=== design 1 ===
Design 1, routed metal, one colour a layer:
Scale: 1.5 px per µm.
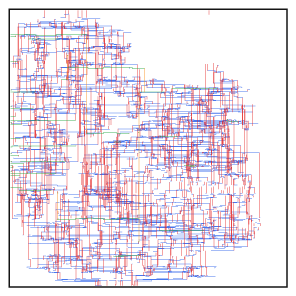

<file path="config.mk">
export PLATFORM = sky130hd
export DESIGN_NAME = ste_bin2bcd_scale
export DESIGN_NICKNAME = d
export VERILOG_FILES = /design/src/rtl/ste_pkg.sv /design/src/rtl/ste_dd_step.sv /design/src/rtl/ste_bin2bcd_scale.sv
export SDC_FILE = /design/constraint.sdc
export NUM_CORES = 1
export LEC_CHECK = 0
export ABC_AREA = 1
export CAP_MARGIN = 0
export CORE_UTILIZATION = 25
export DETAILED_ROUTE_END_ITERATION = 7
export PLACE_DENSITY = 0.38
export SLEW_MARGIN = 0
export SYNTH_ARGS = -nofsm -noshare
export SYNTH_HDL_FRONTEND = slang
export SYNTH_HIERARCHICAL = 1
export SYNTH_SLANG_ARGS = --single-unit
</file>
<file path="constraint.sdc">
create_clock -name clk -period 7.4 [get_ports clk]
set_clock_uncertainty 0.15 [all_clocks]
set_input_delay 1.11 -clock clk [delete_from_list [all_inputs] [get_ports clk]]
set_output_delay 1.11 -clock clk [all_outputs]
set_load 0.02 [all_outputs]
</file>
<file path="src/rtl/ste_pkg.sv">
// Shared types and helpers for the binary-to-BCD display scaling stage.
package ste_pkg;

  typedef enum logic [1:0] {
    IDLE,
    SCALE,
    CONV
  } ste_b2b_state_t;

  typedef logic [3:0] bcd_digit_t;

  // 10^n, used to derive the saturation limit for a digit count.
  function automatic int unsigned pow10(input int unsigned n);
    int unsigned r;
    r = 1;
    for (int unsigned i = 0; i < n; i++) r = r * 10;
    return r;
  endfunction

  // Bits needed to hold any value from 0 to 10^digits-1.
  function automatic int unsigned val_width(input int unsigned digits);
    return $clog2(pow10(digits));
  endfunction

  localparam int unsigned DEF_DIGITS = 5;
  localparam int unsigned VAL_W      = val_width(DEF_DIGITS);

endpackage

</file>
<file path="src/rtl/ste_dd_step.sv">
// One double-dabble step: add 3 to every digit above 4, then shift left
// by one bit, pulling the next binary bit in at the units end.
module ste_dd_step
  import ste_pkg::*;
#(
  parameter int DIGITS = 5
) (
  input  logic [4*DIGITS-1:0] bcd,
  input  logic                msb,
  output logic [4*DIGITS-1:0] bcd_next
);

  logic [4*DIGITS-1:0] corrected;

  // Per-digit add-3 correction followed by the one-bit shift.
  always_comb begin
    // NOTE: every always_comb output gets a default first so no path can infer a latch.
    corrected = bcd;
    for (int i = 0; i < DIGITS; i++) begin
      bcd_digit_t d;
      d = bcd[4*i +: 4];
      if (d > 4'd4) corrected[4*i +: 4] = d + 4'd3;
    end
    bcd_next = {corrected[4*DIGITS-2:0], msb};
  end

endmodule

</file>
<file path="src/rtl/ste_bin2bcd_scale.sv">
// Scales the averaged ADC code to display units, saturates to DIGITS
// decimal digits and converts to packed BCD one shift per clock.
module ste_bin2bcd_scale
  import ste_pkg::*;
#(
  parameter int          DATA_W      = 16,
  parameter int          DIGITS      = 5,
  parameter int unsigned SCALE_MUL   = 3300,
  parameter int          SCALE_SHIFT = 16
) (
  input  logic                clk,
  input  logic                rst_n,
  input  logic [DATA_W-1:0]   din_i,
  input  logic                din_update_i,
  input  logic                conv_clr_i,
  output logic [4*DIGITS-1:0] bcd_o,
  output logic                bcd_update_o,
  output logic                ovf_o,
  output logic                busy_o
);

  localparam int unsigned MAX_V    = pow10(DIGITS) - 1;
  localparam int          VAL_BITS = val_width(DIGITS);
  localparam int          PROD_W   = DATA_W + 16;
  localparam int          CNT_W    = $clog2(VAL_BITS);
  localparam logic [CNT_W-1:0] CNT_LAST = CNT_W'(VAL_BITS - 1);

  ste_b2b_state_t state, next_state;

  logic [DATA_W-1:0]   operand;
  logic [DATA_W-1:0]   pending_data;
  logic                pending;
  logic [VAL_BITS-1:0] value;
  logic                ovf_r;
  logic [4*DIGITS-1:0] acc;
  logic [4*DIGITS-1:0] acc_next;
  logic [CNT_W-1:0]    cnt;

  logic [PROD_W-1:0]   product;
  logic [PROD_W-1:0]   scaled;
  logic                sat;
  logic [VAL_BITS-1:0] clamped;
  logic                final_cycle;

  assign product     = PROD_W'(operand) * PROD_W'(SCALE_MUL);
  assign scaled      = product >> SCALE_SHIFT;
  assign sat         = scaled > PROD_W'(MAX_V);
  assign clamped     = sat ? VAL_BITS'(MAX_V) : scaled[VAL_BITS-1:0];
  assign final_cycle = (state == CONV) && (cnt == CNT_LAST);

  ste_dd_step #(.DIGITS(DIGITS)) u_dd_step (
    .bcd      (acc),
    .msb      (value[VAL_BITS-1]),
    .bcd_next (acc_next)
  );

  // State register.
  always_ff @(posedge clk or negedge rst_n) begin
    // NOTE: sequential state uses non-blocking assignments so every flop samples pre-edge values.
    if (!rst_n) state <= IDLE;
    else        state <= next_state;
  end

  // Next-state logic; a clear wins over everything, completions chain
  // straight into SCALE when a new or pending sample is available.
  always_comb begin
    next_state = state;
    if (conv_clr_i) begin
      next_state = IDLE;
    end else begin
      case (state)
        IDLE:    if (din_update_i) next_state = SCALE;
        SCALE:   next_state = CONV;
        CONV:    if (final_cycle) next_state = (din_update_i || pending) ? SCALE : IDLE;
        default: next_state = IDLE;
      endcase
    end
  end

  // Output decode.
  assign busy_o = (state != IDLE);

  // Datapath: operand capture, pending buffer, scaling, shift-add, results.
  always_ff @(posedge clk or negedge rst_n) begin
    if (!rst_n) begin
      operand      <= '0;
      pending_data <= '0;
      pending      <= 1'b0;
      value        <= '0;
      ovf_r        <= 1'b0;
      acc          <= '0;
      cnt          <= '0;
      bcd_o        <= '0;
      ovf_o        <= 1'b0;
      bcd_update_o <= 1'b0;
    end else begin
      bcd_update_o <= 1'b0;
      if (conv_clr_i) begin
        pending <= 1'b0;
        bcd_o   <= '0;
        ovf_o   <= 1'b0;
      end else begin
        case (state)
          IDLE: begin
            if (din_update_i) operand <= din_i;
          end
          SCALE: begin
            value <= clamped;
            ovf_r <= sat;
            acc   <= '0;
            cnt   <= '0;
            if (din_update_i) begin
              pending_data <= din_i;
              pending      <= 1'b1;
            end
          end
          CONV: begin
            acc   <= acc_next;
            value <= {value[VAL_BITS-2:0], 1'b0};
            cnt   <= cnt + CNT_W'(1);
            if (final_cycle) begin
              bcd_o        <= acc_next;
              ovf_o        <= ovf_r;
              bcd_update_o <= 1'b1;
              if (din_update_i) begin
                operand <= din_i;
                pending <= 1'b0;
              end else if (pending) begin
                operand <= pending_data;
                pending <= 1'b0;
              end
            end else if (din_update_i) begin
              pending_data <= din_i;
              pending      <= 1'b1;
            end
          end
          default: ;
        endcase
      end
    end
  end

endmodule

</file>
=== design 2 ===
<file path="src/rtl/fpu_pkg.sv">
// Shared opcode and FSM state definitions for the FPU arbiter.
// Imported by the arbiter top and its round-robin search.
package fpu_pkg;

    localparam int OP_W   = 2;
    localparam int DATA_W = 32;

    typedef enum logic [OP_W-1:0] {
        OP_ADD = 2'b00,
        OP_SUB = 2'b01,
        OP_MUL = 2'b10,
        OP_DIV = 2'b11
    } fpu_op_e;

    typedef enum logic [1:0] {
        IDLE = 2'b00,
        WAIT = 2'b01,
        RESP = 2'b10
    } state_e;

endpackage

</file>
<file path="src/rtl/rr_arbiter.sv">
// Combinational round-robin search: first set request after
// last_grant, wrapping modulo N, returned as a one-hot grant.
module rr_arbiter
    import fpu_pkg::*;
#(
    parameter int N   = 4,
    parameter int IDW = $clog2(N)
) (
    input  logic [N-1:0]   req,
    input  logic [IDW-1:0] last_grant,
    output logic [N-1:0]   grant
);

    logic [IDW:0] pos;
    logic         found;

    always_comb begin
        grant = '0;
        found = 1'b0;
        pos   = '0;
        for (int k = 1; k <= N; k++) begin
            pos = {1'b0, last_grant} + (IDW+1)'(k);
            if (pos >= (IDW+1)'(N)) begin
                pos = pos - (IDW+1)'(N);
            end
            if (!found && req[pos[IDW-1:0]]) begin
                grant[pos[IDW-1:0]] = 1'b1;
                found               = 1'b1;
            end
        end
    end

endmodule

</file>
<file path="src/rtl/fpu_arbiter.sv">
// Shares one fixed-latency FPU among NREQ requesters with
// round-robin arbitration and a one-cycle response strobe.
module fpu_arbiter
    import fpu_pkg::*;
#(
    parameter int NREQ    = 4,
    parameter int FPU_LAT = 4
) (
    input  logic                     clk,
    input  logic                     rst,
    input  logic [NREQ-1:0]          req_valid,
    output logic [NREQ-1:0]          req_ready,
    input  logic [2*NREQ-1:0]        req_op,
    input  logic [32*NREQ-1:0]       req_a,
    input  logic [32*NREQ-1:0]       req_b,
    output logic [1:0]               fpu_zt,
    output logic [31:0]              fpu_a,
    output logic [31:0]              fpu_b,
    input  logic [31:0]              fpu_s,
    output logic                     rsp_valid,
    output logic [$clog2(NREQ)-1:0]  rsp_id,
    output logic [31:0]              rsp_data,
    output logic                     busy
);

    localparam int IDW = $clog2(NREQ);
    localparam int CW  = $clog2(FPU_LAT + 1);

    state_e          state;
    logic [IDW-1:0]  last_grant;
    logic [IDW-1:0]  gid;
    logic [CW-1:0]   counter;
    logic [NREQ-1:0] grant;
    logic [1:0]      sel_op;
    logic [31:0]     sel_a;
    logic [31:0]     sel_b;
    logic [IDW-1:0]  sel_id;
    logic            accept;

    rr_arbiter #(
        .N   (NREQ),
        .IDW (IDW)
    ) u_rr (
        .req        (req_valid),
        .last_grant (last_grant),
        .grant      (grant)
    );

    // Grant is one-hot, so the operand mux is a plain scan.
    always_comb begin
        sel_op = '0;
        sel_a  = '0;
        sel_b  = '0;
        sel_id = '0;
        for (int i = 0; i < NREQ; i++) begin
            if (grant[i]) begin
                sel_op = req_op[2*i +: 2];
                sel_a  = req_a[32*i +: 32];
                sel_b  = req_b[32*i +: 32];
                sel_id = IDW'(i);
            end
        end
    end

    assign req_ready = (state == IDLE && !rst) ? grant : '0;
    assign accept    = |(req_valid & req_ready);
    assign busy      = (state != IDLE);

    always_ff @(posedge clk) begin
        if (rst) begin
            state      <= IDLE;
            last_grant <= IDW'(NREQ - 1);
            gid        <= '0;
            counter    <= '0;
            fpu_zt     <= '0;
            fpu_a      <= '0;
            fpu_b      <= '0;
            rsp_valid  <= 1'b0;
            rsp_id     <= '0;
            rsp_data   <= '0;
        end else begin
            unique case (state)
                IDLE: begin
                    if (accept) begin
                        fpu_zt     <= sel_op;
                        fpu_a      <= sel_a;
                        fpu_b      <= sel_b;
                        gid        <= sel_id;
                        last_grant <= sel_id;
                        counter    <= CW'(FPU_LAT);
                        state      <= WAIT;
                    end
                end
                WAIT: begin
                    counter <= counter - 1'b1;
                    if (counter == CW'(1)) begin
                        rsp_data  <= fpu_s;
                        rsp_id    <= gid;
                        rsp_valid <= 1'b1;
                        state     <= RESP;
                    end
                end
                RESP: begin
                    rsp_valid <= 1'b0;
                    state     <= IDLE;
                end
                default: begin
                    rsp_valid <= 1'b0;
                    state     <= IDLE;
                end
            endcase
        end
    end

endmodule

</file>
<file path="config.mk">
export PLATFORM = sky130hd
export DESIGN_NAME = fpu_arbiter
export DESIGN_NICKNAME = d
export VERILOG_FILES = /design/src/rtl/fpu_pkg.sv /design/src/rtl/rr_arbiter.sv /design/src/rtl/fpu_arbiter.sv
export SDC_FILE = /design/constraint.sdc
export NUM_CORES = 1
export LEC_CHECK = 0
export CAP_MARGIN = 25
export CORE_AREA = 2 2 158 160
export CTS_BUF_LIST = sky130_fd_sc_hd__clkbuf_8 sky130_fd_sc_hd__clkbuf_16
export CTS_CLUSTER_DIAMETER = 30
export DETAILED_ROUTE_END_ITERATION = 8
export DIE_AREA = 0 0 160 162
export PLACE_DENSITY = 0.67
export SLEW_MARGIN = 20
export SYNTH_ARGS = -nofsm -noshare
export SYNTH_HDL_FRONTEND = slang
export SYNTH_SLANG_ARGS = --single-unit
</file>
<file path="constraint.sdc">
create_clock -name clk -period 4.63 [get_ports clk]
set_input_delay 0.926 -clock clk [delete_from_list [all_inputs] [get_ports clk]]
set_output_delay 0.926 -clock clk [all_outputs]
set_load 0.01 [all_outputs]
</file>
=== design 3 ===
File: src/rtl/cpu_pkg.sv
// Shared CPU front-end definitions: fetch FSM encoding, reset vector and PC step.
package cpu_pkg;

   localparam int unsigned XLEN             = 32;
   localparam int unsigned PC_STEP          = 4;
   localparam logic [31:0] RESET_PC_DEFAULT = 32'h0040_0000;

   typedef enum logic [1:0] {
      IDLE  = 2'd0,
      FETCH = 2'd1,
      DRAIN = 2'd2
   } fetch_state_t;

endpackage

File: src/rtl/pc_fetch_sequencer_if.sv
// Instruction-memory request handshake plus IF/ID output buffer handshake.
interface pc_fetch_sequencer_if #(
   parameter int unsigned INSTR_W = 32
) ();

   logic               imem_req;
   logic [31:0]        imem_addr;
   logic               imem_ready;
   logic [INSTR_W-1:0] imem_instr;

   logic               if_valid;
   logic               if_ready;
   logic [INSTR_W-1:0] if_instr;
   logic [31:0]        if_pc;
   logic [31:0]        if_pc4;

   modport master (
      output imem_req, imem_addr, if_valid, if_instr, if_pc, if_pc4,
      input  imem_ready, imem_instr, if_ready
   );

   modport slave (
      input  imem_req, imem_addr, if_valid, if_instr, if_pc, if_pc4,
      output imem_ready, imem_instr, if_ready
   );

endinterface

File: src/rtl/jump_target_gen.sv
// Pseudo-direct J/JAL target: upper PC+4 nibble, 26-bit index, word aligned.
module jump_target_gen (
   input  logic [3:0]  pc4_hi,
   input  logic [25:0] index,
   output logic [31:0] target
);

   assign target = {pc4_hi, index, 2'b00};

endmodule

File: src/rtl/pc_fetch_sequencer.sv
// Program counter owner: issues instruction fetches, buffers one fetched word
// for decode and absorbs jr/j/branch redirects, including ones racing a fetch.
module pc_fetch_sequencer
   import cpu_pkg::*;
#(
   parameter logic [31:0] RESET_PC = RESET_PC_DEFAULT,
   parameter int unsigned INSTR_W  = 32
) (
   input  logic                  clk,
   input  logic                  reset,
   pc_fetch_sequencer_if.master  bus,
   input  logic                  br_taken,
   input  logic [31:0]           br_target,
   input  logic                  j_taken,
   input  logic [25:0]           j_index,
   input  logic [3:0]            j_pc4_hi,
   input  logic                  jr_taken,
   input  logic [31:0]           jr_target
);

   fetch_state_t       state_q, state_d;
   logic [31:0]        pc_q, pc_d;
   logic               pend_q, pend_d;
   logic [31:0]        pend_target_q, pend_target_d;
   logic               if_valid_q, if_valid_d;
   logic [INSTR_W-1:0] if_instr_q, if_instr_d;
   logic [31:0]        if_pc_q, if_pc_d;
   logic [31:0]        if_pc4_q, if_pc4_d;

   logic [31:0] j_tgt;
   logic [31:0] tgt;
   logic [31:0] pc_plus4;
   logic        redir;
   logic        req_c;

   jump_target_gen u_jump_target_gen (
      .pc4_hi (j_pc4_hi),
      .index  (j_index),
      .target (j_tgt)
   );

   // Redirect priority: jr over j over branch.
   always_comb begin
      tgt = br_target;
      if (jr_taken)     tgt = jr_target;
      else if (j_taken) tgt = j_tgt;
   end

   assign redir    = jr_taken | j_taken | br_taken;
   assign pc_plus4 = pc_q + 32'(PC_STEP);

   always_comb begin
      req_c = 1'b0;
      case (state_q)
         FETCH:   req_c = !if_valid_q || bus.if_ready;
         DRAIN:   req_c = 1'b1;
         default: req_c = 1'b0;
      endcase
   end

   assign bus.imem_req  = req_c;
   assign bus.imem_addr = pc_q;
   assign bus.if_valid  = if_valid_q;
   assign bus.if_instr  = if_instr_q;
   assign bus.if_pc     = if_pc_q;
   assign bus.if_pc4    = if_pc4_q;

   always_comb begin
      state_d       = state_q;
      pc_d          = pc_q;
      pend_d        = pend_q;
      pend_target_d = pend_target_q;
      if_valid_d    = if_valid_q;
      if_instr_d    = if_instr_q;
      if_pc_d       = if_pc_q;
      if_pc4_d      = if_pc4_q;
      case (state_q)
         IDLE: state_d = FETCH;
         FETCH: begin
            if (if_valid_q && bus.if_ready) if_valid_d = 1'b0;
            if (redir) begin
               if_valid_d = 1'b0;
               // An unaccepted request must stay on the bus until memory takes it.
               if (req_c && !bus.imem_ready) begin
                  pend_d        = 1'b1;
                  pend_target_d = tgt;
                  state_d       = DRAIN;
               end else begin
                  pc_d = tgt;
               end
            end else if (req_c && bus.imem_ready) begin
               if_valid_d = 1'b1;
               if_instr_d = bus.imem_instr;
               if_pc_d    = pc_q;
               if_pc4_d   = pc_plus4;
               pc_d       = pc_plus4;
            end
         end
         DRAIN: begin
            if (bus.imem_ready) begin
               pc_d    = redir ? tgt : pend_target_q;
               pend_d  = 1'b0;
               state_d = FETCH;
            end else if (redir) begin
               pend_target_d = tgt;
            end
         end
         default: state_d = IDLE;
      endcase
   end

   always_ff @(posedge clk) begin
      if (reset) begin
         state_q       <= IDLE;
         pc_q          <= RESET_PC;
         pend_q        <= 1'b0;
         pend_target_q <= '0;
         if_valid_q    <= 1'b0;
         if_instr_q    <= '0;
         if_pc_q       <= '0;
         if_pc4_q      <= '0;
      end else begin
         state_q       <= state_d;
         pc_q          <= pc_d;
         pend_q        <= pend_d;
         pend_target_q <= pend_target_d;
         if_valid_q    <= if_valid_d;
         if_instr_q    <= if_instr_d;
         if_pc_q       <= if_pc_d;
         if_pc4_q      <= if_pc4_d;
      end
   end

endmodule

File: src/flat_wrapper.sv
// flat-port wrapper written by rule: the top's interface ports become plain ports
module pc_fetch_sequencer_flat import cpu_pkg::*;
#(
   parameter logic [31:0] RESET_PC = RESET_PC_DEFAULT,
   parameter int unsigned INSTR_W  = 32
)
  (clk, reset, br_taken, br_target, j_taken, j_index, j_pc4_hi, jr_taken, jr_target, bus_imem_req, bus_imem_addr, bus_if_valid, bus_if_instr, bus_if_pc, bus_if_pc4, bus_imem_ready, bus_imem_instr, bus_if_ready);
  pc_fetch_sequencer_if #(.INSTR_W(INSTR_W)) bus_i ();
  input  logic clk;
  input  logic reset;
  input  logic br_taken;
  input  logic [31:0] br_target;
  input  logic j_taken;
  input  logic [25:0] j_index;
  input  logic [3:0] j_pc4_hi;
  input  logic jr_taken;
  input  logic [31:0] jr_target;
  output wire logic [$bits(bus_i.imem_req)-1:0] bus_imem_req;
  output wire logic [$bits(bus_i.imem_addr)-1:0] bus_imem_addr;
  output wire logic [$bits(bus_i.if_valid)-1:0] bus_if_valid;
  output wire logic [$bits(bus_i.if_instr)-1:0] bus_if_instr;
  output wire logic [$bits(bus_i.if_pc)-1:0] bus_if_pc;
  output wire logic [$bits(bus_i.if_pc4)-1:0] bus_if_pc4;
  input wire logic [$bits(bus_i.imem_ready)-1:0] bus_imem_ready;
  input wire logic [$bits(bus_i.imem_instr)-1:0] bus_imem_instr;
  input wire logic [$bits(bus_i.if_ready)-1:0] bus_if_ready;
  assign bus_imem_req = bus_i.imem_req;
  assign bus_imem_addr = bus_i.imem_addr;
  assign bus_if_valid = bus_i.if_valid;
  assign bus_if_instr = bus_i.if_instr;
  assign bus_if_pc = bus_i.if_pc;
  assign bus_if_pc4 = bus_i.if_pc4;
  assign bus_i.imem_ready = bus_imem_ready;
  assign bus_i.imem_instr = bus_imem_instr;
  assign bus_i.if_ready = bus_if_ready;
  pc_fetch_sequencer #(.RESET_PC(RESET_PC), .INSTR_W(INSTR_W)) u_core (.clk(clk), .reset(reset), .bus(bus_i), .br_taken(br_taken), .br_target(br_target), .j_taken(j_taken), .j_index(j_index), .j_pc4_hi(j_pc4_hi), .jr_taken(jr_taken), .jr_target(jr_target));
endmodule
File: config.mk
export PLATFORM = sky130hd
export DESIGN_NAME = pc_fetch_sequencer_flat
export DESIGN_NICKNAME = d
export VERILOG_FILES = /design/src/rtl/cpu_pkg.sv /design/src/rtl/pc_fetch_sequencer_if.sv /design/src/rtl/jump_target_gen.sv /design/src/rtl/pc_fetch_sequencer.sv /design/src/flat_wrapper.sv
export SDC_FILE = /design/constraint.sdc
export NUM_CORES = 1
export LEC_CHECK = 0
export ABC_AREA = 1
export CAP_MARGIN = 20
export CORE_AREA = 2 2 101 200
export CTS_BUF_LIST = sky130_fd_sc_hd__clkbuf_16
export DETAILED_ROUTE_END_ITERATION = 7
export DIE_AREA = 0 0 103 202
export HOLD_SLACK_MARGIN = 0.02
export PLACE_DENSITY = 0.76
export SLEW_MARGIN = 20
export SYNTH_ARGS = -nofsm -noshare
export SYNTH_HDL_FRONTEND = slang
export SYNTH_SLANG_ARGS = --single-unit
File: constraint.sdc
create_clock -name clk -period 4.3 [get_ports clk]
set_input_delay 0.43 -clock clk [delete_from_list [all_inputs] [get_ports clk]]
set_output_delay 0.43 -clock clk [all_outputs]
set_load 0.05 [all_outputs]
Design 1, clock wires, drivers and flops:
Scale: 2 px per µm.
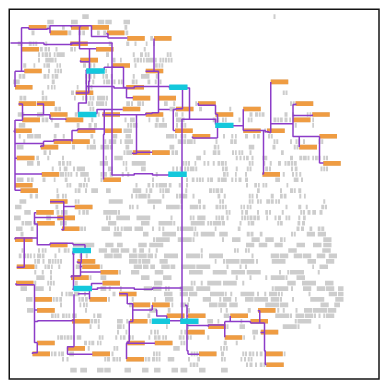
Key: flip-flops = orange [count 98]; clock drivers = cyan [count 9]; clock wires = purple [length 1670 µm]
There are 10 routed clock nets.

## Picture notes: 'routed metal, one colour a layer' of design 1
Key: metal 3 = green [wire length 607 µm]; metal 2 = red [wire length 9680 µm]; metal 1 = blue [wire length 10800 µm]; metal 4 = orange [wire length 216 µm]

==> git commit body, design 1 <==
Refresh implementation metrics

- Status: complete, no violations
- Of the total standard cell area in the layout, the multi-input combinational portion is 51.5%.
- For this design, the slowest cell found on the critical path is sky130_fd_sc_hd__fa_1.
- After detailed placement, the total cell area comes to 0.00915 mm².
- For met3 alone, demand over resource in global routing was 2.29%.
* Final worst path period share: 64.9%
* Achievable frequency: 208 MHz
- The post-synth count of flops with an enable pin is 0.
* Well Taps: 442
- The final layout report lists a clock buffer count of 10.
* Cell row count: 66
- Across the run, the number of max-cap violations was 0.
- Relative slew margins: 39.4%
- In this run the count of I/O pins placed on the die edge is 43.
design 1: cells in the final DEF, fill, tap and decap left out, types with 9 or more instances in the layout:
cell type	Yosys	final
sky130_fd_sc_hd__o21ai_0	105	105
sky130_fd_sc_hd__clkdlybuf4s50_1	0	40
sky130_fd_sc_hd__clkbuf_16	0	9
sky130_fd_sc_hd__fa_1	43	43
sky130_fd_sc_hd__a21oi_1	36	36
sky130_fd_sc_hd__inv_1	216	216
sky130_fd_sc_hd__ha_1	102	102
sky130_fd_sc_hd__nand2_1	262	262
sky130_fd_sc_hd__dfrtp_1	98	98
sky130_fd_sc_hd__nand3_1	64	64
sky130_fd_sc_hd__nor2_1	54	54
design 1: per-stage QoR:
step | hold WS (ns) | utilization (%) | std cells | setup WS [ns]
6_report | 0.340 | 29.0 | 1558 | 2.60
5_1_grt | 0.370 | 29.0 | 1558 | 2.32
4_1_cts | 0.344 | 29.0 | 1558 | 2.59
3_5_place_dp | 0.319 | 28.1 | 1542 | 2.58
3_3_place_gp | 0.318 | 28.1 | 1542 | 2.58
2_1_floorplan | 0.294 | - | 1083 | 3.06
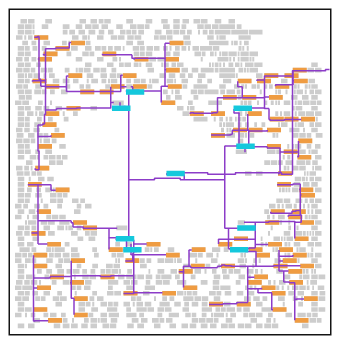
Design 2: clock wires, drivers and flops
Scale: 2 px per µm.
Key: clock wires = purple [length 1620 µm]; flip-flops = orange [count 110]; clock drivers = cyan [count 9]
There are 10 routed clock nets.

Design 2, sequential cells grouped by signal name:
Scale: 1.5 px per µm.
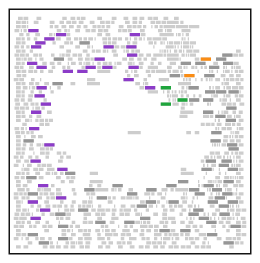
Key: gid = orange [sequential cells 2]; counter = green [sequential cells 3]; fpu_b = purple [sequential cells 32]

==> git commit body, design 2 <==
Refresh implementation metrics

* Status: complete, no violations
- In this run the deepest clock path goes through 2 buffers.
* Count of instantiated cells in the yosys netlist: 704
* Detailed-placement wirelength estimate: 18.7 mm
- The detailed router reports a met2 wire length of 12.5 mm.
- The initial antenna violation count is 1.
- Endpoints failing hold: 0
- Iter 0 DRT Violations: 393
- The final report lists the setup-violating endpoint count as 0.
* Crit-path cells: clkdlybuf4s50_1, mux4_2, nor4b_4, nand2_1, and3_2, nor2_1, clkdlybuf4s50_1
* GRT met1 Usage: 22.3%
- Register share after synthesis: 35.9%
- Final worst-path setup slack: 0.148 ns
* Layout cells sized above 1: 6.94%
* Mean routed wirelength per cell: 18.4 µm
- Most frequent cell after synthesis: sky130_fd_sc_hd__dfxtp_1
- The first global-routing pass estimated 38.8 mm of wire.
- Count of flip-flops with a built-in enable after synthesis: 0
## design 2: logic make-up (layout without fill, tap and decap cells)
kind of cell	Yosys count	count (layout)	synth area share (%)
other	0	1	0
adders and majority gates	10	10	2.04
xor gates and xnor gates	1	1	0.143
and+or+nand+nor	255	255	21.2
DFF	110	110	35.9
AOI/OAI and AO/OA	248	248	33.3
buffers and inverters	76	439	5.96
muxes	4	4	1.47
## design 2: metrics by stage
step | instances | hold slack, ns | cell area (µm²) | utilization (%)
2_1_floorplan | 704 | 0.432 | 6130 | -
3_3_place_gp | 1375 | 0.439 | 10400 | 43.3
3_5_place_dp | 1375 | 0.446 | 10400 | 43.3
4_1_cts | 1391 | 0.458 | 10800 | 44.6
5_1_grt | 1392 | 0.476 | 10800 | 44.6
6_report | 1392 | 0.455 | 10800 | 44.6
Design 3, routed metal, one colour a layer:
Scale: 2 px per µm.
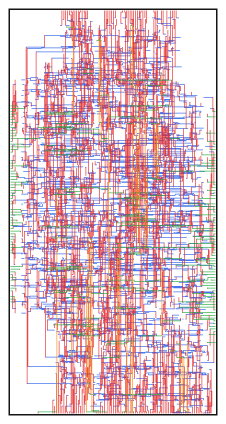
Key: metal 1 = blue [wire length 10400 µm]; metal 3 = green [wire length 1600 µm]; metal 2 = red [wire length 14200 µm]; metal 4 = orange [wire length 1640 µm]

==> git commit body, design 3 <==
Refresh implementation metrics

* Status: complete, no violations
* Required @ worst endpoint: 3.87 ns
- Top cells excl fill/tap: sky130_fd_sc_hd__nand2_1 (434), sky130_fd_sc_hd__clkdlybuf4s50_1 (262), sky130_fd_sc_hd__nor2_1 (196)
- Final global-route overflow total: 0
- Leading cell types by count after synthesis: sky130_fd_sc_hd__nand2_1 (434), sky130_fd_sc_hd__nor2_1 (196), sky130_fd_sc_hd__dfxtp_1 (161)
- Sum of negative setup slack: 0 ns
- The routed layout reports a DRC error count of 0.
- R2r endpoint: u_core.pend_target_q[9]
- Vias in the first global route: 8980
- In this run, synthesis inferred 0 flip-flops with an integrated enable.
- The HPWL after detailed placement is 20.7 mm.
- Crit path buf inv count: 5
* Busiest layer in global routing: met2
* Category of the worst setup path capture point: output port
- Total core area: 0.0193 mm²
- Fill cell count: 1876
- In this run, the synthesized area fraction spent on adder and majority cells is recorded as 0.589%.
* Crit-path cells: inv_1, ha_1, buf_4, inv_1, nand2_1, nand2_1, inv_1, clkdlybuf4s50_1
- Vert. Die Dim: 202 µm
## design 3: stage by stage
stage	util, %	worst slack, ns	cell area [µm²]	cells
finish	60.5	1.13	11700	1818
global route	60.5	0.983	11700	1818
CTS	60.5	1.13	11700	1816
detailed placement	57.9	1.28	11200	1786
global placement	57.9	1.35	11200	1786
floorplan	-	2.30	8500	1336
## design 3: cell type report
cell class	count	area, µm²	area share [%]
diodes	2	5.00	0.0429
multi-input cells	1020	4600	39.4
clock inverters	13	76.3	0.655
clock buffers	17	425	3.65
well taps	259	324	2.78
flip-flops and latches	161	3220	27.6
inverters	68	255	2.19
repair buffers	278	2760	23.6
## design 3: layer usage
| metal | part of all wire, % | vias to the layer above |
|---|---|---|
| met2 | 51 | 385 |
| met4 | 5.9 | 0 |
| met3 | 5.7 | 80 |
| met1 | 37 | 4158 |
| met5 | 0 | - |
| li1 | - | 4763 |


==> layout pictures side by side <==
Metal 3.
(a)
Scale: 2 px per µm.
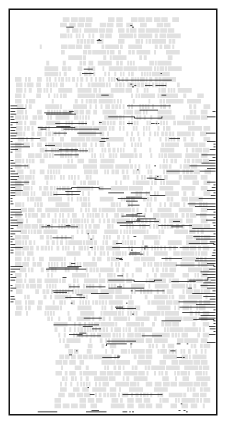
(b)
Scale: 1.5 px per µm.
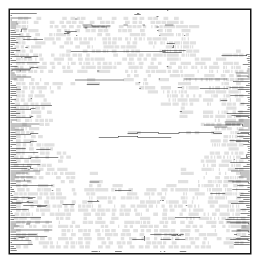
(c)
Scale: 1.5 px per µm.
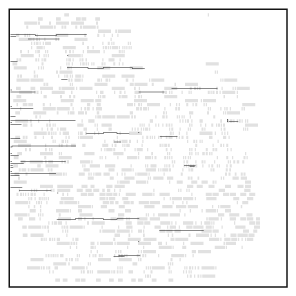
| picture | from |
|---|---|
| (a) | design 3 |
| (c) | design 1 |
| (b) | design 2 |

